# ---- pc_unit_flat ----
===== src/rtl/core_pkg.sv =====
// core_pkg: shared PC-unit types and the default reset vector
package core_pkg;
  typedef enum logic [1:0] {PC_SEQ, PC_BRANCH, PC_JUMP, PC_HOLD} pc_mode_t;
  typedef enum logic [1:0] {BOOT, RUN, HALT} pc_state_t;
  localparam logic [31:0] DEFAULT_RESET_VECTOR = 32'h0000_1000;
endpackage


===== src/rtl/pc_unit_if.sv =====
// pc_unit_if: controller/fetch-side bundle of the PC unit; history port exists only with PC_HISTORY_EN
interface pc_unit_if import core_pkg::*; #(
  parameter int XLEN = 32
`ifdef PC_HISTORY_EN
  , parameter int HIST_DEPTH = 4
`endif
);
  logic            advance;
  logic            fetch_ready;
  pc_mode_t        mode;
  logic [XLEN-1:0] imm;
  logic [XLEN-1:0] base;
  logic            trap;
  logic [XLEN-1:0] trap_vec;
  logic            halt;
  logic [XLEN-1:0] pc;
  logic [XLEN-1:0] pc_seq;
  logic            pc_valid;
  logic            misaligned;
  logic            halted;
`ifdef PC_HISTORY_EN
  logic [$clog2(HIST_DEPTH)-1:0] hist_idx;
  logic [XLEN-1:0]               hist_pc;
  logic [$clog2(HIST_DEPTH):0]   hist_count;
`endif
  modport master (
    output advance, fetch_ready, mode, imm, base, trap, trap_vec, halt,
`ifdef PC_HISTORY_EN
    output hist_idx,
    input  hist_pc, hist_count,
`endif
    input  pc, pc_seq, pc_valid, misaligned, halted
  );
  modport slave (
    input  advance, fetch_ready, mode, imm, base, trap, trap_vec, halt,
`ifdef PC_HISTORY_EN
    input  hist_idx,
    output hist_pc, hist_count,
`endif
    output pc, pc_seq, pc_valid, misaligned, halted
  );
endinterface


===== src/rtl/pc_next_sel.sv =====
// pc_next_sel: combinational next-PC target mux with alignment flag
module pc_next_sel import core_pkg::*; #(
  parameter int XLEN       = 32,
  parameter int INC        = 4,
  parameter int ALIGN_BITS = 2
)(
  input  pc_mode_t        i_mode,
  input  logic [XLEN-1:0] i_pc,
  input  logic [XLEN-1:0] i_imm,
  input  logic [XLEN-1:0] i_base,
  output logic [XLEN-1:0] o_target,
  output logic            o_misalign_flag
);
  logic [XLEN-1:0] w_jump;
  assign w_jump = i_base + i_imm;
  // pick the target for the requested mode; JUMP drops bit 0 like JALR
  always_comb begin
    o_target = i_mode == PC_SEQ    ? i_pc + XLEN'(INC) :
               i_mode == PC_BRANCH ? i_pc + i_imm :
               i_mode == PC_JUMP   ? {w_jump[XLEN-1:1], 1'b0} : i_pc;
    o_misalign_flag = |o_target[ALIGN_BITS-1:0];
  end
endmodule


===== src/rtl/pc_unit.sv =====
// pc_unit: handshake-driven program counter with trap/halt FSM; PC_HISTORY_EN adds a PC history buffer
module pc_unit import core_pkg::*; #(
  parameter int              XLEN         = 32,
  parameter logic [XLEN-1:0] RESET_VECTOR = XLEN'(DEFAULT_RESET_VECTOR),
  parameter int              INC          = 4,
  parameter int              ALIGN_BITS   = 2,
  parameter int              HIST_DEPTH   = 4
)(
  input logic      clk,
  input logic      reset,
  pc_unit_if.slave bus
);
  if ((HIST_DEPTH & (HIST_DEPTH - 1)) != 0 || HIST_DEPTH < 2) begin : g_bad_depth
    $error("HIST_DEPTH must be a power of two >= 2");
  end
  pc_state_t       r_state, w_state_nxt;
  logic [XLEN-1:0] r_pc, w_pc_nxt, w_target;
  logic            r_misaligned, w_mis_nxt, w_misalign, w_upd, w_live;
  pc_next_sel #(.XLEN(XLEN), .INC(INC), .ALIGN_BITS(ALIGN_BITS)) u_sel (
    .i_mode          (bus.mode),
    .i_pc            (r_pc),
    .i_imm           (bus.imm),
    .i_base          (bus.base),
    .o_target        (w_target),
    .o_misalign_flag (w_misalign)
  );
  assign w_upd  = r_state == RUN && bus.advance && bus.fetch_ready;
  assign w_live = r_state == RUN && !bus.halt;
  // next state: halt beats trap, trap beats a handshake update, misaligned updates are dropped
  always_comb begin
    w_state_nxt = r_state == BOOT ? RUN : (r_state == RUN && bus.halt) ? HALT : r_state;
    w_pc_nxt    = !w_live ? r_pc : bus.trap ? bus.trap_vec : (w_upd && !w_misalign) ? w_target : r_pc;
    w_mis_nxt   = w_live && !bus.trap && w_upd && w_misalign;
  end
  // state, pc and misalignment pulse registers
  always_ff @(posedge clk) begin
    if (reset) begin
      r_state      <= BOOT;
      r_pc         <= RESET_VECTOR;
      r_misaligned <= 1'b0;
    end else begin
      r_state      <= w_state_nxt;
      r_pc         <= w_pc_nxt;
      r_misaligned <= w_mis_nxt;
    end
  end
  assign bus.pc         = r_pc;
  assign bus.pc_seq     = r_pc + XLEN'(INC);
  assign bus.pc_valid   = r_state == RUN;
  assign bus.misaligned = r_misaligned;
  assign bus.halted     = r_state == HALT;
`ifdef PC_HISTORY_EN
  localparam int HW = $clog2(HIST_DEPTH);
  logic [XLEN-1:0] r_hist [HIST_DEPTH];
  logic [HW-1:0]   r_wptr;
  logic [HW:0]     r_hcount;
  logic            w_hist_we;
  assign w_hist_we = w_live && (bus.trap || (w_upd && !w_misalign));
  // record the outgoing pc on every accepted update or trap
  always_ff @(posedge clk) begin
    if (reset) begin
      r_wptr   <= '0;
      r_hcount <= '0;
    end else if (w_hist_we) begin
      r_hist[r_wptr] <= r_pc;
      r_wptr         <= r_wptr + HW'(1);
      r_hcount       <= r_hcount == (HW+1)'(HIST_DEPTH) ? r_hcount : r_hcount + (HW+1)'(1);
    end
  end
  assign bus.hist_pc    = r_hist[r_wptr - HW'(1) - bus.hist_idx];
  assign bus.hist_count = r_hcount;
`endif
endmodule

===== src/flat_wrapper.sv =====
// flat-port wrapper written by rule: the top's interface ports become plain ports
module pc_unit_flat import core_pkg::*;
#(
  parameter int              XLEN         = 32,
  parameter logic [XLEN-1:0] RESET_VECTOR = XLEN'(DEFAULT_RESET_VECTOR),
  parameter int              INC          = 4,
  parameter int              ALIGN_BITS   = 2,
  parameter int              HIST_DEPTH   = 4
)
  (clk, reset, bus_advance, bus_fetch_ready, bus_mode, bus_imm, bus_base, bus_trap, bus_trap_vec, bus_halt, bus_pc, bus_pc_seq, bus_pc_valid, bus_misaligned, bus_halted);
  pc_unit_if #(.XLEN(XLEN)) bus_i ();
  input logic clk;
  input logic reset;
  input wire logic [$bits(bus_i.advance)-1:0] bus_advance;
  input wire logic [$bits(bus_i.fetch_ready)-1:0] bus_fetch_ready;
  input wire logic [$bits(bus_i.mode)-1:0] bus_mode;
  input wire logic [$bits(bus_i.imm)-1:0] bus_imm;
  input wire logic [$bits(bus_i.base)-1:0] bus_base;
  input wire logic [$bits(bus_i.trap)-1:0] bus_trap;
  input wire logic [$bits(bus_i.trap_vec)-1:0] bus_trap_vec;
  input wire logic [$bits(bus_i.halt)-1:0] bus_halt;
  output wire logic [$bits(bus_i.pc)-1:0] bus_pc;
  output wire logic [$bits(bus_i.pc_seq)-1:0] bus_pc_seq;
  output wire logic [$bits(bus_i.pc_valid)-1:0] bus_pc_valid;
  output wire logic [$bits(bus_i.misaligned)-1:0] bus_misaligned;
  output wire logic [$bits(bus_i.halted)-1:0] bus_halted;
  assign bus_i.advance = bus_advance;
  assign bus_i.fetch_ready = bus_fetch_ready;
  assign bus_i.mode = bus_mode;
  assign bus_i.imm = bus_imm;
  assign bus_i.base = bus_base;
  assign bus_i.trap = bus_trap;
  assign bus_i.trap_vec = bus_trap_vec;
  assign bus_i.halt = bus_halt;
  assign bus_pc = bus_i.pc;
  assign bus_pc_seq = bus_i.pc_seq;
  assign bus_pc_valid = bus_i.pc_valid;
  assign bus_misaligned = bus_i.misaligned;
  assign bus_halted = bus_i.halted;
  pc_unit #(.XLEN(XLEN), .RESET_VECTOR(RESET_VECTOR), .INC(INC), .ALIGN_BITS(ALIGN_BITS), .HIST_DEPTH(HIST_DEPTH)) u_core (.clk(clk), .reset(reset), .bus(bus_i));
endmodule

===== config.mk =====
export PLATFORM = sky130hd
export DESIGN_NAME = pc_unit_flat
export DESIGN_NICKNAME = d
export VERILOG_FILES = /design/src/rtl/core_pkg.sv /design/src/rtl/pc_unit_if.sv /design/src/rtl/pc_next_sel.sv /design/src/rtl/pc_unit.sv /design/src/flat_wrapper.sv
export SDC_FILE = /design/constraint.sdc
export NUM_CORES = 1
export LEC_CHECK = 0
export ABC_AREA = 1
export CAP_MARGIN = 0
export CORE_MARGIN = 3
export CORE_UTILIZATION = 35
export DETAILED_ROUTE_END_ITERATION = 10
export GPL_ROUTABILITY_DRIVEN = 1
export GPL_TIMING_DRIVEN = 0
export RECOVER_POWER = 50
export SLEW_MARGIN = 5
export SYNTH_ARGS = -nofsm -noshare
export SYNTH_HDL_FRONTEND = slang
export SYNTH_HIERARCHICAL = 1
export SYNTH_SLANG_ARGS = --single-unit

===== constraint.sdc =====
create_clock -name clk -period 2.3 [get_ports clk]
set_clock_uncertainty 0.05 [all_clocks]
set_input_delay 0.46 -clock clk [delete_from_list [all_inputs] [get_ports clk]]
set_output_delay 0.46 -clock clk [all_outputs]
set_load 0.01 [all_outputs]

pc_unit_flat/final_clocks.png
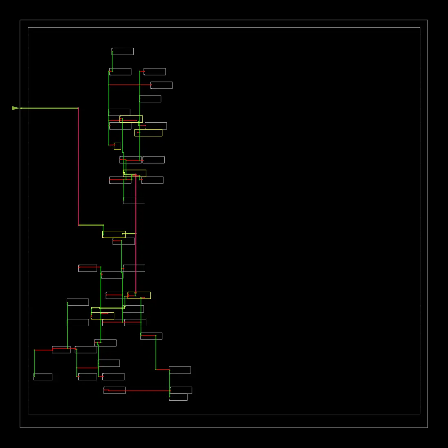
TritonCTS Buffers: 5
CLK BUF: 5
clk latency of the worst-skew pair: 0.29 ns
Clock Sinks: 35

pc_unit_flat/port_nets.png
Drawn at 3 px/um.
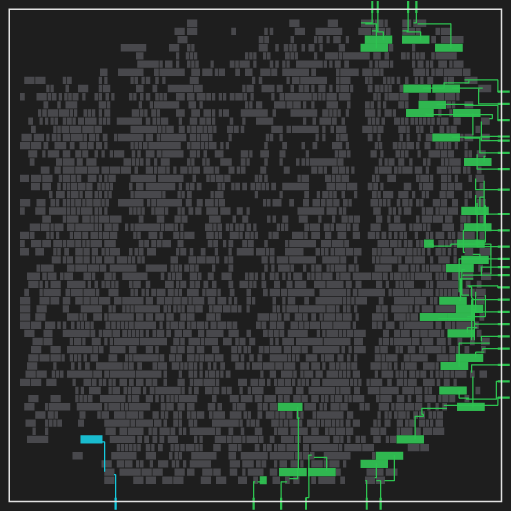
bus_misaligned: marked cyan, direction output, end cells 1, buffers 1, wire 19.6 um. bus_base: marked green, direction input, end cells 33, buffers 32, wire 794 um.
I/O pins: 171
port bufs: 168

synthesized netlist by cell type (4+ instances only):
library cell    n  area (um2)
a21o_1          4        30.0
a21oi_1       107         536
buf_2          17        85.1
clkbuf_1       12        45.0
dfxtp_1        35         701
ha_1           63         788
inv_1         260         976
inv_2           6        22.5
nand2_1       617        2320
nand2_2        10        62.6
nand3_1       152         761
nand3b_1       13        97.6
nand4_1        17         106
nor2_1        220         826
nor2_2         12        75.1
nor3_1         21         105
nor4_1          8        50.1
o2111ai_1       5        43.8
o21ai_0        48         240
o21ai_1         4        20.0
o21bai_1       11        82.6
xnor2_1        14         123
xor2_1         32         280
flip-flops by register name (all words and copies together), names as in the netlist:
name                   count
u_core/bus.pc             32
u_core/r_state             2
u_core/bus.misaligned      1
metal layers:
| metal | GRT usage | vias up | part of all wire |
|---|---|---|---|
| met4 | 0.123 | 0 | 0.050 |
| met1 | 0.375 | 5988 | 0.40 |
| li1 | - | 6139 | - |
| met3 | 0.0434 | 142 | 0.072 |
| met2 | 0.539 | 610 | 0.47 |
| met5 | 0 | - | 0 |
==> impl_metrics.toml <==
# flow metrics
[synthesis]
synth_nets = 1892
synth.cellmix.adderShare = 0.0953
simple_gate_area_frac = 0.524
synth_flops = 35

[worst_setup_path]
reg2reg_slack_ns = -0.14
cp_top_family = "simple AND/OR/NAND/NOR gates"
path_common_cell = "nand2_1"

[final_timing]
finalCriticalPeriod_ns = 2.45
setup_viol_count_final = 23
fin_ws_ns = -0.150

[layout]
nNonClkBuffers = 376
fillers = 2292

[outcome]
violations = "negative setup slack"
status = "finished, violations left"

[drt]
vias = 12879
drt_iter0_drc = 1155

[power]
peakVddDrop_mv = 0.270

[grt]
grt_pass1_vias = 12182

[placed_design]
dp.cells = 2215

[floorplanning]
coreArea_um2 = 24400

# ---- xfer_addr_counter_flat ----
==> config.mk <==
export PLATFORM = sky130hd
export DESIGN_NAME = xfer_addr_counter_flat
export DESIGN_NICKNAME = d
export VERILOG_FILES = /design/src/rtl/xfer_pkg.sv /design/src/rtl/xfer_addr_counter_if.sv /design/src/rtl/xfer_addr_counter.sv /design/src/flat_wrapper.sv
export SDC_FILE = /design/constraint.sdc
export NUM_CORES = 1
export LEC_CHECK = 0
export CAP_MARGIN = 20
export CORE_MARGIN = 8
export CORE_UTILIZATION = 42
export CTS_CLUSTER_DIAMETER = 40
export DETAILED_ROUTE_END_ITERATION = 16
export HOLD_SLACK_MARGIN = 0.03
export PLACE_DENSITY = 0.84
export SLEW_MARGIN = 10
export SYNTH_ARGS = -nofsm -noshare
export SYNTH_HDL_FRONTEND = slang
export SYNTH_SLANG_ARGS = --single-unit
==> constraint.sdc <==
create_clock -name clk -period 1.9 [get_ports clk]
set_input_delay 0.57 -clock clk [delete_from_list [all_inputs] [get_ports clk]]
set_output_delay 0.57 -clock clk [all_outputs]
set_load 0.02 [all_outputs]
==> src/rtl/xfer_pkg.sv <==
// Shared types and defaults for the transfer address counter.
package xfer_pkg;
  typedef enum logic {IDLE = 1'b0, RUN = 1'b1} state_t;
  localparam int XFER_AW_DEF = 3;
endpackage

==> src/rtl/xfer_addr_counter_if.sv <==
// Request/status bundle for xfer_addr_counter; dir exists only with XFER_ADDR_DOWN_EN.
interface xfer_addr_counter_if
  import xfer_pkg::*;
#(
  parameter int AW = XFER_AW_DEF,
  parameter int LW = AW + 1
) ();
  logic          start;
  logic [AW-1:0] base;
  logic [LW-1:0] len;
  logic          inc;
  logic          abort;
`ifdef XFER_ADDR_DOWN_EN
  logic          dir;
`endif
  logic [AW-1:0] addr;
  logic [LW-1:0] remaining;
  logic          busy;
  logic          last;
  logic          done;
  logic          err;

`ifdef XFER_ADDR_DOWN_EN
  modport master (output start, base, len, inc, abort, dir,
                  input  addr, remaining, busy, last, done, err);
  modport slave  (input  start, base, len, inc, abort, dir,
                  output addr, remaining, busy, last, done, err);
`else
  modport master (output start, base, len, inc, abort,
                  input  addr, remaining, busy, last, done, err);
  modport slave  (input  start, base, len, inc, abort,
                  output addr, remaining, busy, last, done, err);
`endif
endinterface

==> src/rtl/xfer_addr_counter.sv <==
// Beat address counter for a burst transfer: IDLE/RUN FSM with done/err pulses.
// Optional XFER_ADDR_DOWN_EN adds a per-transfer count direction (bus.dir).
module xfer_addr_counter
  import xfer_pkg::*;
#(
  parameter int AW = XFER_AW_DEF,
  parameter int LW = AW + 1
) (
  input  logic               clk,
  input  logic               rst,
  xfer_addr_counter_if.slave bus
);
  state_t        state;
  logic [AW-1:0] addr_q;
  logic [LW-1:0] rem_q;
  logic          done_q, err_q;
  logic [AW-1:0] addr_nxt;

`ifdef XFER_ADDR_DOWN_EN
  logic dir_q;
  assign addr_nxt = dir_q ? addr_q - AW'(1) : addr_q + AW'(1);
`else
  assign addr_nxt = addr_q + AW'(1);
`endif

  always_ff @(posedge clk or negedge rst) begin
    if (!rst) begin
      state  <= IDLE;
      addr_q <= '0;
      rem_q  <= '0;
      done_q <= 1'b0;
      err_q  <= 1'b0;
`ifdef XFER_ADDR_DOWN_EN
      dir_q  <= 1'b0;
`endif
    end else begin
      done_q <= 1'b0;
      err_q  <= 1'b0;
      case (state)
        IDLE: begin
          // abort alongside start silently cancels the request
          if (bus.start && !bus.abort) begin
            if (bus.len != '0) begin
              state  <= RUN;
              addr_q <= bus.base;
              rem_q  <= bus.len;
`ifdef XFER_ADDR_DOWN_EN
              dir_q  <= bus.dir;
`endif
            end else begin
              err_q <= 1'b1;
            end
          end
        end
        RUN: begin
          if (bus.abort) begin
            state <= IDLE;
            rem_q <= '0;
          end else if (bus.inc) begin
            if (rem_q == LW'(1)) begin
              // final beat: addr keeps the last beat's address
              state  <= IDLE;
              rem_q  <= '0;
              done_q <= 1'b1;
            end else begin
              addr_q <= addr_nxt;
              rem_q  <= rem_q - LW'(1);
            end
          end
        end
        default: state <= IDLE;
      endcase
    end
  end

  assign bus.addr      = addr_q;
  assign bus.remaining = rem_q;
  assign bus.busy      = (state == RUN);
  assign bus.last      = (state == RUN) && (rem_q == LW'(1));
  assign bus.done      = done_q;
  assign bus.err       = err_q;
endmodule

==> src/flat_wrapper.sv <==
// flat-port wrapper written by rule: the top's interface ports become plain ports
module xfer_addr_counter_flat import xfer_pkg::*;
#(
  parameter int AW = XFER_AW_DEF,
  parameter int LW = AW + 1
)
  (clk, rst, bus_start, bus_base, bus_len, bus_inc, bus_abort, bus_addr, bus_remaining, bus_busy, bus_last, bus_done, bus_err);
  xfer_addr_counter_if #(.AW(AW), .LW(LW)) bus_i ();
  input  logic clk;
  input  logic rst;
  input wire logic [$bits(bus_i.start)-1:0] bus_start;
  input wire logic [$bits(bus_i.base)-1:0] bus_base;
  input wire logic [$bits(bus_i.len)-1:0] bus_len;
  input wire logic [$bits(bus_i.inc)-1:0] bus_inc;
  input wire logic [$bits(bus_i.abort)-1:0] bus_abort;
  output wire logic [$bits(bus_i.addr)-1:0] bus_addr;
  output wire logic [$bits(bus_i.remaining)-1:0] bus_remaining;
  output wire logic [$bits(bus_i.busy)-1:0] bus_busy;
  output wire logic [$bits(bus_i.last)-1:0] bus_last;
  output wire logic [$bits(bus_i.done)-1:0] bus_done;
  output wire logic [$bits(bus_i.err)-1:0] bus_err;
  assign bus_i.start = bus_start;
  assign bus_i.base = bus_base;
  assign bus_i.len = bus_len;
  assign bus_i.inc = bus_inc;
  assign bus_i.abort = bus_abort;
  assign bus_addr = bus_i.addr;
  assign bus_remaining = bus_i.remaining;
  assign bus_busy = bus_i.busy;
  assign bus_last = bus_i.last;
  assign bus_done = bus_i.done;
  assign bus_err = bus_i.err;
  xfer_addr_counter #(.AW(AW), .LW(LW)) u_core (.clk(clk), .rst(rst), .bus(bus_i));
endmodule
==> impl_metrics.toml <==
# flow metrics
[drt]
dr_wl_met2_um = 833
detail-route-antenna-nets = 0
top_layer = "met4"

[floorplanning]
placementRows = 14
die.size.y_um = 54.9

[placed_design]
preCtsSetupSlack_ns = -0.227

[layout]
final_core_util = 0.688
fillers = 108
syn_to_final_growth_pct = 57.8

[synthesis]
yosys_area_um2 = 634
synth_nets = 77
syn_avg_cell_area_um2 = 10.2
synth_flops = 10
ys_cells = 62

[cts]
cts_num_sinks = 10
cts_max_level = 1
numCtsBuffers = 3

[grt]
grt_antenna_before_repair = 0
grt_util_all_layers = 0.121

[final_timing]
slew_violations = 0
fin_tns_setup_ns = 0

[hold_path]
hp-class = "reg -> reg"
worstHoldStart = "u_core.bus.addr[2]$_DFFE_PN0P_"

[outcome]
status = "complete, no violations"

[worst_setup_path]
r2r_end = "u_core.bus.remaining[2]$_DFFE_PN0P_"
path_max_fanout = 2
power by group:
group	total (mW)	internal, mW	leakage, nW	switching (mW)
Combinational	0.434	0.222	0.315	0.212
Sequential	0.312	0.261	0.122	0.0508
Clock	0.188	0.116	0.0210	0.0719
Total	0.935	0.600	0.458	0.335
worst min-delay path: cells and delay by family, from the launching register on:
kind / cells / cell delay [ns]
flops: 1 / 0.38
simple gates: 2 / 0.14
area by class of cell:
type | instances | area share
Multi-Input combinational cell | 44 | 0.375
Timing Repair Buffer | 32 | 0.293
Tap cell | 16 | 0.0200
Inverter | 7 | 0.0263
Clock buffer | 4 | 0.0363
Sequential cell | 10 | 0.250
flip-flops by register name (all words and copies together) (netlist names):
| signal | count |
|---|---|
| u_core.bus.remaining | 4 |
| u_core.bus.addr | 3 |
| u_core.bus.busy | 1 |
| u_core.bus.done | 1 |
| u_core.bus.err | 1 |
synthesized netlist by cell type (2+ instances only):
library cell	number	area, um2
o21ai_1	2	10.0
nand3b_1	3	22.5
or3b_4	2	22.5
dfrtp_1	10	250
a21oi_1	4	20.0
nor2_1	6	22.5
ha_1	3	37.5
inv_1	7	26.3
a22o_1	2	17.5
mux2i_1	3	30.0
nand2b_1	2	12.5
xfer_addr_counter_flat/port_nets.png
Drawn at 8 px/um.
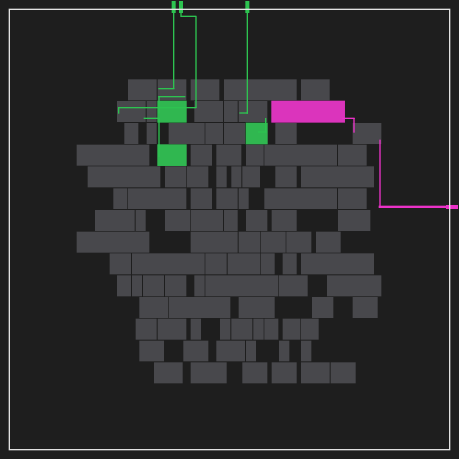
bus_base: marked green, direction input, end cells 3, buffers 3, wire 63.6 um. bus_done: marked magenta, direction output, end cells 1, buffers 1, wire 19.6 um.
I/O pins: 23
port bufs: 22

xfer_addr_counter_flat/gate_families.png
Drawn at 6 px/um.
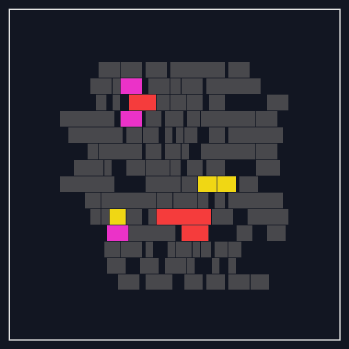
AND-OR and OR-AND gates: marked yellow, cells 3. adder and majority cells: marked red, cells 3. multiplexers: marked magenta, cells 3.
Post-Layout Cell Count: 113
dominant logic cell type in the layout: clkdlybuf4s50_1
logic share of the area: 0.375


# ---- corr_sched ----
corr_sched/metal_stack.png
Drawn at 3 px/um.
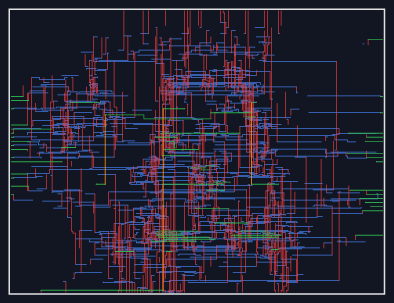
corr_sched/gate_families.png
Drawn at 3 px/um.
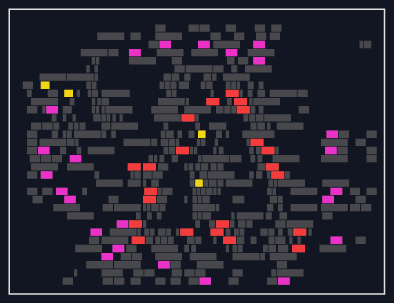
<file path="src/rtl/corr_sched.sv">
// ----------------------------------------------------------------------------
// corr_sched
//
// Shares one correlation engine between NCH receive channels. Requests are
// queued per channel (at most one outstanding run each), arbitrated
// round-robin, and the granted channel drives the engine's sample-source
// select for the whole run. Each completed run's result is published on
// res_*. The largest signed result since reset is tracked on best_*.
//
// Optional build macro:
//   CORR_TMO_EN  - adds a TMO_W-bit watchdog. A run that sees no eng_rdy
//                  within TMO_MAX WAIT cycles is abandoned with a one-cycle
//                  timeout pulse. Without the macro, WAIT waits indefinitely
//                  and timeout is tied low.
//
// Ports:
//   clk, rst     clock; asynchronous active-high reset
//   ena          clock enable; low freezes every register
//   req          per-channel request pulses
//   gnt          one-hot grant, held from ARB exit until the run ends
//   eng_sel      engine sample-source select (granted channel index)
//   eng_start    engine start pulse
//   eng_rdy      engine done pulse; eng_result is valid with it
//   res_valid    one-cycle pulse; res_ch/res_data hold the new result
//   best_ch      channel that produced the largest result since reset
//   best_val     largest result since reset
//   busy         FSM is not idle
//   timeout      one-cycle pulse when a run is abandoned
// ----------------------------------------------------------------------------
module corr_sched #(
    parameter int                 NCH     = 2,
    parameter int                 CH_W    = 1,
    parameter int                 RES_W   = 22,
    parameter int                 TMO_W   = 16,
    parameter logic [TMO_W-1:0]   TMO_MAX = {TMO_W{1'b1}}
) (
    input  logic                    clk,
    input  logic                    rst,
    input  logic                    ena,
    input  logic [NCH-1:0]          req,
    output logic [NCH-1:0]          gnt,
    output logic [CH_W-1:0]         eng_sel,
    output logic                    eng_start,
    input  logic                    eng_rdy,
    input  logic signed [RES_W-1:0] eng_result,
    output logic                    res_valid,
    output logic [CH_W-1:0]         res_ch,
    output logic signed [RES_W-1:0] res_data,
    output logic [CH_W-1:0]         best_ch,
    output logic signed [RES_W-1:0] best_val,
    output logic                    busy,
    output logic                    timeout
);

    localparam logic [2:0] S_IDLE    = 3'd0;
    localparam logic [2:0] S_ARB     = 3'd1;
    localparam logic [2:0] S_START   = 3'd2;
    localparam logic [2:0] S_WAIT    = 3'd3;
    localparam logic [2:0] S_CAPTURE = 3'd4;
    localparam logic [2:0] S_CMP     = 3'd5;
`ifdef CORR_TMO_EN
    localparam logic [2:0] S_TMO     = 3'd6;
`endif

    logic [2:0]      state;
    logic [NCH-1:0]  pending;
    logic [CH_W-1:0] rr;
    logic            best_seen;
    logic            pick_ok;
    logic [CH_W-1:0] pick_idx;
    logic [NCH-1:0]  win_onehot;
    logic [NCH-1:0]  grant_clr;

    // Round-robin search starting one past the last winner. The loop runs
    // from the farthest candidate down to the nearest so the nearest pending
    // channel overwrites any farther one.
    function automatic logic [CH_W:0] rr_pick(input logic [NCH-1:0]  pend,
                                              input logic [CH_W-1:0] ptr);
        logic [CH_W:0]  r;
        logic [NCH-1:0] sh;
        int             idx;
        r = '0;
        for (int k = NCH; k >= 1; k--) begin
            idx = int'(ptr) + k;
            if (idx >= NCH) idx = idx - NCH;
            sh = pend >> idx;
            if (sh[0]) r = {1'b1, CH_W'(idx)};
        end
        return r;
    endfunction

    // The first result always becomes the best so a negative first peak is
    // not hidden behind the zero reset value. Ties keep the existing best.
    function automatic logic beats_best(input logic signed [RES_W-1:0] cand,
                                        input logic signed [RES_W-1:0] best,
                                        input logic                    seen);
        return !seen || (cand > best);
    endfunction

    assign {pick_ok, pick_idx} = rr_pick(pending, rr);
    assign win_onehot          = NCH'(1) << pick_idx;
    assign grant_clr           = (state == S_ARB && pick_ok) ? win_onehot : '0;

    assign eng_start = (state == S_START);
    assign res_valid = (state == S_CAPTURE);
    assign busy      = (state != S_IDLE);

`ifdef CORR_TMO_EN
    logic [TMO_W-1:0] wdog;
    logic             wdog_hit;

    // Expires once TMO_MAX WAIT cycles have elapsed since START cleared it.
    assign wdog_hit = ({1'b0, wdog} + (TMO_W+1)'(1)) == {1'b0, TMO_MAX};
    assign timeout  = (state == S_TMO);

    always_ff @(posedge clk or posedge rst) begin
        if (rst) begin
            wdog <= '0;
        end else if (ena) begin
            if (state == S_START)
                wdog <= '0;
            else if (state == S_WAIT && !eng_rdy && !wdog_hit)
                wdog <= wdog + TMO_W'(1);
        end
    end
`else
    logic tmo_unused;
    assign tmo_unused = ^TMO_MAX ^ TMO_W[0];
    assign timeout    = 1'b0;
`endif

    always_ff @(posedge clk or posedge rst) begin
        if (rst) begin
            state     <= S_IDLE;
            pending   <= '0;
            rr        <= CH_W'(NCH - 1);
            gnt       <= '0;
            eng_sel   <= '0;
            res_ch    <= '0;
            res_data  <= '0;
            best_ch   <= '0;
            best_val  <= '0;
            best_seen <= 1'b0;
        end else if (ena) begin
            // A request arriving in the grant cycle re-queues the channel.
            pending <= (pending & ~grant_clr) | req;

            case (state)
                S_IDLE: begin
                    if (pending != '0) state <= S_ARB;
                end
                S_ARB: begin
                    if (pick_ok) begin
                        gnt     <= win_onehot;
                        eng_sel <= pick_idx;
                        rr      <= pick_idx;
                        state   <= S_START;
                    end else begin
                        state   <= S_IDLE;
                    end
                end
                S_START: begin
                    state <= S_WAIT;
                end
                S_WAIT: begin
                    // eng_rdy takes priority over a coincident watchdog expiry.
                    if (eng_rdy) begin
                        res_data <= eng_result;
                        res_ch   <= eng_sel;
                        state    <= S_CAPTURE;
                    end
`ifdef CORR_TMO_EN
                    else if (wdog_hit) begin
                        state <= S_TMO;
                    end
`endif
                end
                S_CAPTURE: begin
                    state <= S_CMP;
                end
                S_CMP: begin
                    if (beats_best(res_data, best_val, best_seen)) begin
                        best_val  <= res_data;
                        best_ch   <= res_ch;
                        best_seen <= 1'b1;
                    end
                    gnt   <= '0;
                    state <= S_IDLE;
                end
`ifdef CORR_TMO_EN
                S_TMO: begin
                    gnt   <= '0;
                    state <= S_IDLE;
                end
`endif
                default: begin
                    gnt   <= '0;
                    state <= S_IDLE;
                end
            endcase
        end
    end

endmodule

</file>
<file path="config.mk">
export PLATFORM = sky130hd
export DESIGN_NAME = corr_sched
export DESIGN_NICKNAME = d
export VERILOG_FILES = /design/src/rtl/corr_sched.sv
export SDC_FILE = /design/constraint.sdc
export NUM_CORES = 1
export LEC_CHECK = 0
export CORE_ASPECT_RATIO = 0.75
export CORE_MARGIN = 2
export CORE_UTILIZATION = 29
export DETAILED_ROUTE_END_ITERATION = 6
export GPL_TIMING_DRIVEN = 0
export SETUP_SLACK_MARGIN = 0.3
export SYNTH_ARGS = -nofsm -noshare
export SYNTH_HDL_FRONTEND = slang
export SYNTH_SLANG_ARGS = --single-unit
</file>
<file path="constraint.sdc">
create_clock -name clk -period 4.1 [get_ports clk]
set_input_delay 0.82 -clock clk [delete_from_list [all_inputs] [get_ports clk]]
set_output_delay 0.82 -clock clk [all_outputs]
set_load 0.005 [all_outputs]
</file>
==> impl_metrics.toml <==
# flow metrics
[synthesis]
synthTopCellsByCount = "dfrtp_1 (55), inv_1 (27), o21ai_0 (27), nand3_1 (26), nand4_1 (26)"
synth_cells = 322

[layout]
lay_top_cells = "clkdlybuf4s50_1 (78), dfrtp_1 (55), o21ai_0 (27)"
flops = 56
final_common_cell = "clkdlybuf4s50_1"

[power]
pg_seq_uw = 949
leakagePower_nw = 1.90
peakVddDrop_mv = 0.217
power_frac_comb = 0.453

[worst_setup_path]
cpPeakStageDelay_ns = 0.45
cp_top_family = "buffers and inverters"
crit_start = "state[2]$_DFFE_PP0P_"
endpoint = "busy"

[final_timing]
slew_violations = 0
period_used_share = 0.629

[cts]
postCtsResizedCells = 0
path_clk_slew_ns = 0.07
clock_path_buffers = 2

[grt]
gr-total-overflow = 0

[outcome]
status = "complete, no violations"
Notes on corr_sched/metal_stack.png above:
met4: marked orange, wire length 111 um. met2: marked red, wire length 3990 um. met3: marked green, wire length 556 um. met1: marked blue, wire length 4160 um.
Avg WL per Cell: 16.2 um
GRT Total Usage: 0.154
via count: 2859

Notes on corr_sched/gate_families.png above:
AND-OR and OR-AND gates: marked yellow, cells 4. multiplexers: marked magenta, cells 24, where all over the die. adder and majority cells: marked red, cells 22.
logic share of the area: 0.359
Post-Layout Cell Count: 545

worst min path at each step:
stage / start / to / slack, ns / cells past startpoint
final: gnt[1]$_DFFE_PP0P_ / gnt[1]$_DFFE_PP0P_ / 0.48 / 2
after global routing: gnt[1]$_DFFE_PP0P_ / gnt[1]$_DFFE_PP0P_ / 0.52 / 2
after CTS: gnt[1]$_DFFE_PP0P_ / gnt[1]$_DFFE_PP0P_ / 0.49 / 2
after detailed placement: gnt[1]$_DFFE_PP0P_ / gnt[1]$_DFFE_PP0P_ / 0.47 / 2
after global placement: gnt[1]$_DFFE_PP0P_ / gnt[1]$_DFFE_PP0P_ / 0.47 / 2
after floorplan: gnt[1]$_DFFE_PP0P_ / gnt[1]$_DFFE_PP0P_ / 0.47 / 2
sequential cells by signal, indices dropped and copies added (netlist names):
name / flops
best_ch: 1
eng_sel: 1
gnt: 2
best_val: 22
res_ch: 1
best_seen: 1
pending: 2
rr: 1
state: 3
res_data: 22
kinds of logic after synthesis:
family / Yosys count / synth area share
compound gates: 78 / 0.157
fa+ha+maj: 22 / 0.0870
buf+inv: 51 / 0.0688
flops: 56 / 0.443
mux: 24 / 0.0854
other cells: 1 / 0.00119
simple gates: 90 / 0.157

# ---- bus_arbiter ----
bus_arbiter/registers.png
Drawn at 3 px/um.
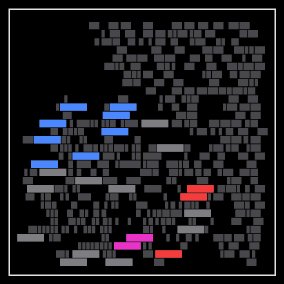
bus_arbiter/metal_stack.png
Drawn at 4 px/um.
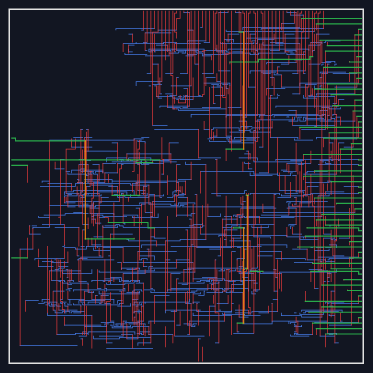
--- src/rtl/bus_arbiter.sv ---
// Fixed-priority arbiter for the shared 16-bit address / 8-bit data memory bus.
// Holds a grant per transaction, bounds bursts, aborts stalled slaves.
module bus_arbiter #(
    parameter int unsigned MAX_BURST = 8,
    parameter int unsigned TIMEOUT   = 255,
    parameter int unsigned CNT_W     = 8
) (
    input  logic        i_clk,
    input  logic        i_reset,
    input  logic [2:0]  i_req_cs,
    input  logic [2:0]  i_req_we,
    input  logic [47:0] i_req_addr,
    input  logic [23:0] i_req_dat,
    output logic [2:0]  o_req_ack,
    output logic [15:0] o_addr,
    output logic [7:0]  o_dat,
    output logic        o_we,
    output logic        o_cs,
    input  logic        i_ack,
    output logic [2:0]  o_grant,
    output logic        o_busy,
    output logic        o_timeout
);

    typedef enum logic [1:0] {IDLE, OWN, RELEASE} state_e;

    localparam logic [CNT_W:0]   BURST_LIM = (CNT_W+1)'(MAX_BURST);
    localparam logic [CNT_W-1:0] WAIT_LAST = CNT_W'(TIMEOUT - 1);

    state_e           state_q, state_d;
    logic [2:0]       grant_q, grant_d;
    logic [2:0]       mask_q, mask_d;
    logic [CNT_W-1:0] burst_q, burst_d;
    logic [CNT_W-1:0] wait_q, wait_d;
    logic             timeout_q, timeout_d;

    logic       cs_sel;
    logic       bus_ack;
    logic       burst_hit;
    logic       timeout_hit;
    logic [2:0] eligible;
    logic [2:0] pick;

    // grant_q is zero outside OWN, so the mux alone forces the bus to 0 when idle.
    always_comb begin
        o_addr = '0;
        o_dat  = '0;
        o_we   = 1'b0;
        cs_sel = 1'b0;
        for (int n = 0; n < 3; n++) begin
            if (grant_q[n]) begin
                o_addr = i_req_addr[16*n +: 16];
                o_dat  = i_req_dat[8*n +: 8];
                o_we   = i_req_we[n];
                cs_sel = i_req_cs[n];
            end
        end
    end

    assign o_cs        = cs_sel & (state_q == OWN);
    assign bus_ack     = o_cs & i_ack;
    assign timeout_hit = (TIMEOUT != 0) && o_cs && !i_ack && (wait_q == WAIT_LAST);
    assign burst_hit   = (MAX_BURST != 0) && bus_ack
                         && (({1'b0, burst_q} + (CNT_W+1)'(1)) >= BURST_LIM)
                         && ((i_req_cs & ~grant_q) != 3'b000);
    assign o_req_ack   = grant_q & {3{bus_ack | timeout_hit}};

    assign eligible = i_req_cs & ~mask_q;
    assign pick     = eligible & (~eligible + 3'd1);

    assign o_grant   = grant_q;
    assign o_busy    = (state_q != IDLE);
    assign o_timeout = timeout_q;

    always_comb begin
        // NOTE: every _d gets a default up front so no path leaves it unassigned (no latches).
        state_d   = state_q;
        grant_d   = grant_q;
        mask_d    = mask_q;
        burst_d   = burst_q;
        wait_d    = wait_q;
        timeout_d = 1'b0;
        case (state_q)
            IDLE: begin
                mask_d = '0;
                if (eligible != 3'b000) begin
                    grant_d = pick;
                    burst_d = '0;
                    wait_d  = '0;
                    state_d = OWN;
                end
            end
            OWN: begin
                if (bus_ack) begin
                    if (burst_q != '1) burst_d = burst_q + CNT_W'(1);
                    wait_d = '0;
                end else if (o_cs) begin
                    wait_d = wait_q + CNT_W'(1);
                end
                if (!cs_sel || burst_hit || timeout_hit) begin
                    state_d = RELEASE;
                    grant_d = '0;
                end
                if (cs_sel && burst_hit) mask_d = grant_q;
                if (cs_sel && !burst_hit && timeout_hit) timeout_d = 1'b1;
            end
            RELEASE: state_d = IDLE;
            default: state_d = IDLE;
        endcase
    end

    // NOTE: sequential state uses non-blocking assignments only.
    always_ff @(posedge i_clk or posedge i_reset) begin
        if (i_reset) begin
            state_q   <= IDLE;
            grant_q   <= '0;
            mask_q    <= '0;
            burst_q   <= '0;
            wait_q    <= '0;
            timeout_q <= 1'b0;
        end else begin
            state_q   <= state_d;
            grant_q   <= grant_d;
            mask_q    <= mask_d;
            burst_q   <= burst_d;
            wait_q    <= wait_d;
            timeout_q <= timeout_d;
        end
    end

endmodule

--- config.mk ---
export PLATFORM = sky130hd
export DESIGN_NAME = bus_arbiter
export DESIGN_NICKNAME = d
export VERILOG_FILES = /design/src/rtl/bus_arbiter.sv
export SDC_FILE = /design/constraint.sdc
export NUM_CORES = 1
export LEC_CHECK = 0
export ABC_AREA = 1
export CORE_MARGIN = 2
export CORE_UTILIZATION = 29
export CTS_BUF_LIST = sky130_fd_sc_hd__clkbuf_8
export DETAILED_ROUTE_END_ITERATION = 10
export PLACE_DENSITY = 0.61
export SLEW_MARGIN = 15
export SYNTH_ARGS = -nofsm -noshare
export SYNTH_HDL_FRONTEND = slang
export SYNTH_SLANG_ARGS = --single-unit
--- constraint.sdc ---
create_clock -name i_clk -period 2.7 [get_ports i_clk]
set_input_delay 0.27 -clock i_clk [delete_from_list [all_inputs] [get_ports i_clk]]
set_output_delay 0.27 -clock i_clk [all_outputs]
set_load 0.005 [all_outputs]
==> impl_metrics.toml <==
# flow metrics
[outcome]
status = "complete, no violations"

[worst_setup_path]
reg2reg_slack_ns = 0.95
path_class = "reg -> out"
worstSetupStartpointType = "register"
crit_arrival_ns = 2.23
crit_slowest_cell = "clkdlybuf4s50_1"

[power]
leakagePower_nw = 1.39
power.density_nw_per_um2 = 696

[cts]
clock_path_buffers = 2
clkLatencyLatePin_ns = 0.27

[drt]
drt_iter0_drc = 89
dr_wl_met2_mm = 3.29

[grt]
use_met1 = 0.207

[synthesis]
topCellsByArea = "dfrtp_1 (30%), nand2_1 (15%), a22oi_1 (9.1%)"
yosysTopAreaCell = "dfrtp_1"
synth_cell_types = 32
synth.cell_area_um2 = 2050
ys_cells = 292
postSynthSeqShare = 0.305

[layout]
final_cells = 500
comb_area_um2 = 1240

[placed_design]
placed_cell_area_um2 = 3300
gp_congestion = 0.798
dp.cells = 496
preCtsSetupSlack_ns = 0.256

[floorplanning]
die_x_um = 88.1

[final_timing]
slew_violations = 0
period_used_share = 0.925
hold_slack_ns = 0.355
setup_viol_count_final = 0
Notes on bus_arbiter/registers.png above:
o_grant: marked red, placed flops 3. state_q: marked magenta, placed flops 2. wait_q: marked blue, placed flops 8, where west.
Another 12 sequential cells are not coloured.
Final Util: 0.489
P_seq: 495 uW
Register Area: 626 um2

Notes on bus_arbiter/metal_stack.png above:
met2: marked red, wire length 3290 um. met4: marked orange, wire length 95.9 um. met1: marked blue, wire length 2920 um. met3: marked green, wire length 564 um.
Routed Wire Length: 6.87 mm
GRT Total Usage: 0.169
Avg WL per Cell: 13.7 um
via count: 2313

-- power groups by stage --
| stage | Sequential (mW) | Clock [mW] | Combinational, mW |
|---|---|---|---|
| detailed placement | 0.504 | 0 | 1.63 |
| finish | 0.495 | 0.219 | 1.61 |
| floorplan | 0.479 | 0 | 0.901 |
| global route | 0.505 | 0.246 | 1.78 |
| CTS | 0.495 | 0.234 | 1.64 |
| global placement | 0.498 | 0 | 1.63 |
-- tightest hold or removal path, delay by kind of cell --
family   cells  cell delay [ns]
buf+inv      3             0.75
-- state kept, by name, indices dropped and copies added, names as in the netlist --
name       cells
wait_q         8
mask_q         3
burst_q        8
o_grant        3
state_q        2
o_timeout      1
-- final cells by class --
class | instances | area share
multi-input cells | 225 | 0.372
repair buffers | 120 | 0.355
flip-flops and latches | 25 | 0.187
inverters | 30 | 0.0367
well taps | 96 | 0.0360
clock buffers | 3 | 0.0124
clock inverters | 1 | 0.00112
-- cell families (layout without fill, tap and decap cells) --
logic type	count (synthesis)	count (layout)	share of synthesized area
AOI/OAI and AO/OA	79	79	0.247
xor gates and xnor gates	2	2	0.00853
adders and majority gates	3	3	0.0183
buffers and inverters	42	154	0.0908
DFF	25	25	0.305
and+or+nand+nor	141	141	0.331

# ---- gray_sr_sequencer ----
File: src/rtl/gray_sr_sequencer.sv
// Sequences a bank of SR flip-flops through a reflected Gray code, up or down.
// Each step drives one excitation cycle, then verifies the bank's Q readback
// against the internal model; any mismatch halts with a sticky error.
module gray_sr_sequencer #(
  parameter int unsigned WIDTH = 4
) (
  input  logic                 clk,
  input  logic                 rst_n,
  input  logic                 start_i,
  input  logic                 stop_i,
  input  logic                 load_i,
  input  logic                 dir_i,
  input  logic [7:0]           steps_i,
  input  logic [WIDTH-1:0]     load_val_i,
  input  logic [WIDTH-1:0]     q_i,
  output logic [2*WIDTH-1:0]   sr_o,
  output logic [WIDTH-1:0]     expected_o,
  output logic                 busy_o,
  output logic                 done_o,
  output logic                 err_o
);

  localparam logic [1:0] StIdle  = 2'd0;
  localparam logic [1:0] StIssue = 2'd1;
  localparam logic [1:0] StCheck = 2'd2;
  localparam logic [1:0] StHalt  = 2'd3;

  logic [1:0]         state_q, state_d;
  logic [2*WIDTH-1:0] sr_q, sr_d;
  logic [WIDTH-1:0]   expected_q, expected_d;
  logic [WIDTH-1:0]   target_q, target_d;
  logic [7:0]         remaining_q, remaining_d;
  logic               op_load_q, op_load_d;
  logic               dir_q, dir_d;
  logic               stop_pend_q, stop_pend_d;
  logic               done_q, done_d;
  logic               err_q, err_d;

  logic [WIDTH-1:0]   idle_next;
  logic [WIDTH-1:0]   run_next;

  // Gray -> binary, +/-1 modulo 2^WIDTH, binary -> Gray.
  function automatic logic [WIDTH-1:0] gray_step(input logic [WIDTH-1:0] g, input logic up);
    logic [WIDTH-1:0] b;
    b[WIDTH-1] = g[WIDTH-1];
    for (int i = int'(WIDTH) - 2; i >= 0; i--) begin
      b[i] = b[i+1] ^ g[i];
    end
    b = up ? b + WIDTH'(1) : b - WIDTH'(1);
    return b ^ (b >> 1);
  endfunction

  // Set only bits going 0->1, reset only bits going 1->0; S and R never both high.
  function automatic logic [2*WIDTH-1:0] excite(input logic [WIDTH-1:0] q,
                                                input logic [WIDTH-1:0] t);
    logic [2*WIDTH-1:0] e;
    e = '0;
    for (int i = 0; i < int'(WIDTH); i++) begin
      e[2*i+1] = ~q[i] & t[i];
      e[2*i]   = q[i] & ~t[i];
    end
    return e;
  endfunction

  assign idle_next = gray_step(expected_q, dir_i);
  assign run_next  = gray_step(target_q, dir_q);

  // Next-state logic: command acceptance, step issue and readback check.
  always_comb begin
    state_d     = state_q;
    sr_d        = '0;
    expected_d  = expected_q;
    target_d    = target_q;
    remaining_d = remaining_q;
    op_load_d   = op_load_q;
    dir_d       = dir_q;
    stop_pend_d = stop_pend_q;
    done_d      = 1'b0;
    err_d       = err_q;
    unique case (state_q)
      StIdle: begin
        stop_pend_d = 1'b0;
        if (load_i) begin
          target_d  = load_val_i;
          op_load_d = 1'b1;
          sr_d      = excite(q_i, load_val_i);
          state_d   = StIssue;
        end else if (start_i) begin
          target_d    = idle_next;
          remaining_d = steps_i;
          dir_d       = dir_i;
          op_load_d   = 1'b0;
          sr_d        = excite(q_i, idle_next);
          state_d     = StIssue;
        end
      end
      StIssue: begin
        if (stop_i) stop_pend_d = 1'b1;
        state_d = StCheck;
      end
      StCheck: begin
        if (stop_i) stop_pend_d = 1'b1;
        if (q_i != target_q) begin
          err_d       = 1'b1;
          stop_pend_d = 1'b0;
          state_d     = StHalt;
        end else begin
          expected_d = target_q;
          if (op_load_q || stop_pend_q || remaining_q == 8'd1) begin
            done_d      = 1'b1;
            stop_pend_d = 1'b0;
            state_d     = StIdle;
          end else begin
            // remaining == 0 means free-run: never decremented, never reaches 1
            if (remaining_q != 8'd0) remaining_d = remaining_q - 8'd1;
            target_d = run_next;
            sr_d     = excite(q_i, run_next);
            state_d  = StIssue;
          end
        end
      end
      StHalt: begin
        if (load_i) begin
          err_d     = 1'b0;
          target_d  = load_val_i;
          op_load_d = 1'b1;
          sr_d      = excite(q_i, load_val_i);
          state_d   = StIssue;
        end
      end
      default: state_d = StIdle;
    endcase
  end

  // State registers; reset forces sr to hold immediately.
  always_ff @(posedge clk or negedge rst_n) begin
    if (!rst_n) begin
      state_q     <= StIdle;
      sr_q        <= '0;
      expected_q  <= '0;
      target_q    <= '0;
      remaining_q <= '0;
      op_load_q   <= 1'b0;
      dir_q       <= 1'b0;
      stop_pend_q <= 1'b0;
      done_q      <= 1'b0;
      err_q       <= 1'b0;
    end else begin
      state_q     <= state_d;
      sr_q        <= sr_d;
      expected_q  <= expected_d;
      target_q    <= target_d;
      remaining_q <= remaining_d;
      op_load_q   <= op_load_d;
      dir_q       <= dir_d;
      stop_pend_q <= stop_pend_d;
      done_q      <= done_d;
      err_q       <= err_d;
    end
  end

  assign sr_o       = sr_q;
  assign expected_o = expected_q;
  assign busy_o     = (state_q == StIssue) || (state_q == StCheck);
  assign done_o     = done_q;
  assign err_o      = err_q;

endmodule

File: config.mk
export PLATFORM = sky130hd
export DESIGN_NAME = gray_sr_sequencer
export DESIGN_NICKNAME = d
export VERILOG_FILES = /design/src/rtl/gray_sr_sequencer.sv
export SDC_FILE = /design/constraint.sdc
export NUM_CORES = 1
export LEC_CHECK = 0
export CAP_MARGIN = 40
export CORE_ASPECT_RATIO = 1.1
export CORE_UTILIZATION = 30
export DETAILED_ROUTE_END_ITERATION = 10
export GPL_ROUTABILITY_DRIVEN = 0
export SYNTH_ARGS = -nofsm -noshare
export SYNTH_HDL_FRONTEND = slang
export SYNTH_SLANG_ARGS = --single-unit
File: constraint.sdc
create_clock -name clk -period 5.7 [get_ports clk]
set_input_delay 1.14 -clock clk [delete_from_list [all_inputs] [get_ports clk]]
set_output_delay 1.14 -clock clk [all_outputs]
set_load 0.005 [all_outputs]
gray_sr_sequencer/registers.png
Drawn at 3 px/um.
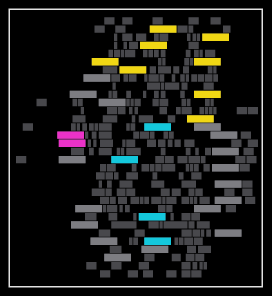
target_q: marked cyan, placed flops 4. state_q: marked magenta, placed flops 2. remaining_q: marked yellow, placed flops 8.
P_seq: 407 uW
Register Area: 776 um2
Final Util: 0.384

gray_sr_sequencer/metal_stack.png
Drawn at 4 px/um.
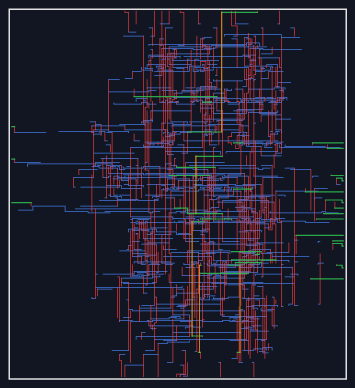
met2: marked red, wire length 2510 um. met4: marked orange, wire length 116 um. met1: marked blue, wire length 2620 um. met3: marked green, wire length 221 um.
GRT Total Usage: 0.150
via count: 1946
Avg WL per Cell: 14.9 um
Routed Wire Length: 5.47 mm

==> impl_metrics.toml <==
# flow metrics
[drt]
drc_errors = 8
met3_length_um = 221

[floorplanning]
coreArea_um2 = 7090
die.size.y_um = 92.0
taps = 85

[synthesis]
synth_flops = 31
synth.most_common_cell = "dfrtp_1"
synthTopCellsByCount = "dfrtp_1 (31), nand2_1 (29), o21ai_0 (21), a21oi_1 (17), inv_1 (15)"
postSynthSeqShare = 0.351
simple_gate_area_frac = 0.174
syn_avg_cell_area_um2 = 8.88
ys_cells = 249
yosys.area_share.xor_xnor = 0.0962

[layout]
lay_top_cells = "clkdlybuf4s50_1 (36), dfrtp_1 (31), nand2_1 (29)"
comb_share = 0.486
seq_share = 0.285
final_common_cell = "clkdlybuf4s50_1"
syn_to_final_growth_pct = 23.2

[outcome]
violations = "design-rule violations"
status = "finished, violations left"

[cts]
cts_tree = "done"
cts_num_sinks = 31
path_clk_slew_ns = 0.07
root_buffer = "clkbuf_8"
numCtsBuffers = 5

[hold_path]
hold-path-cell-count = 1
hold_end = "op_load_q$_DFFE_PN0P_"
hp-class = "reg -> reg"
worstHoldStart = "op_load_q$_DFFE_PN0P_"

[worst_setup_path]
cp-end-kind = "register"
endpoint = "target_q[2]$_DFFE_PN0P_"
r2r-start = "state_q[0]$_DFFE_PN0P_"
required_ns = 5.86

[placed_design]
preCtsSetupSlack_ns = 1.82
hpwl_mm = 4.07

[power]
p_total_mw = 1.65
leakagePower_nw = 1.19
power_frac_comb = 0.649

[final_timing]
hold_violations = 0
hold_slack_ns = 0.544
finalCriticalPeriod_ns = 3.58

[grt]
grt_max_degree = 32
gr-total-overflow = 0
grt.busiest_layer = "met2"

[run]
cap_violations = 0
-- critical path, delay by kind of cell --
family	cells	cell delay, ns
muxes	2	0.44
adders and majority gates	1	0.41
and+or+nand+nor	1	0.13
xor gates and xnor gates	1	0.40
AOI/OAI and AO/OA	2	0.53
buffers and inverters	2	0.70
-- power groups by stage --
| stage | clock network [mW] | registers [mW] | logic, mW |
|---|---|---|---|
| 2_1_floorplan | 0 | 0.373 | 0.836 |
| 3_3_place_gp | 0 | 0.410 | 1.05 |
| 3_5_place_dp | 0 | 0.411 | 1.07 |
| 4_1_cts | 0.183 | 0.406 | 1.07 |
| 5_1_grt | 0.192 | 0.423 | 1.20 |
| 6_report | 0.174 | 0.407 | 1.07 |
-- through the flow --
stage	instance area, um2	utilization
2_1_floorplan	2210	-
3_3_place_gp	2630	0.371
6_report	2720	0.384
3_5_place_dp	2640	0.372
5_1_grt	2720	0.384
4_1_cts	2720	0.384
-- logic make-up after synthesis --
family | after synthesis
compound gates | 72
xor+xnor | 21
fa+ha+maj | 12
buf+inv | 27
flops | 31
mux | 8
simple gates | 78
-- state kept, by name, summed over array words and instances, names as in the netlist, 2 cells and up --
signal       cells
expected_o       4
remaining_q      8
sr_o             8
state_q          2
target_q         4


==> layout pictures side by side <==
The clock network.
image #1
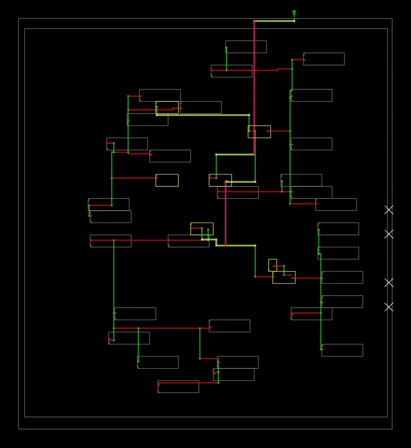
image #2
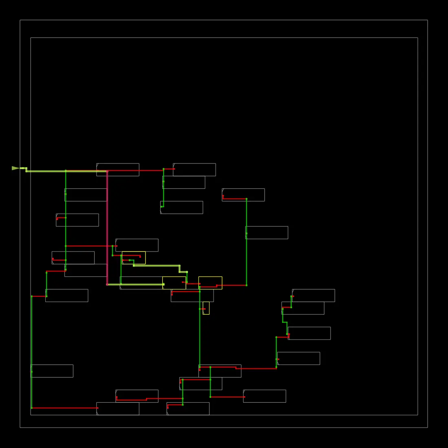
image #3
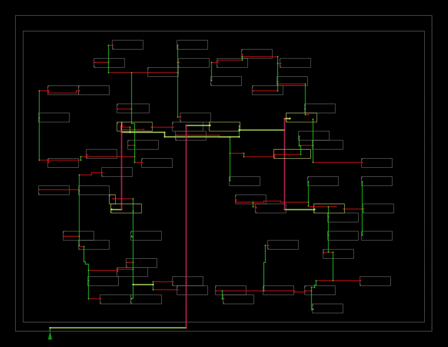
| from | picture |
|---|---|
| bus_arbiter | image #2 |
| gray_sr_sequencer | image #1 |
| corr_sched | image #3 |
Of these, fewest clock buffers: image #2
Of these, fewest sequential cells: image #2

No activity file was given, so power comes from the tool's default toggle rates.
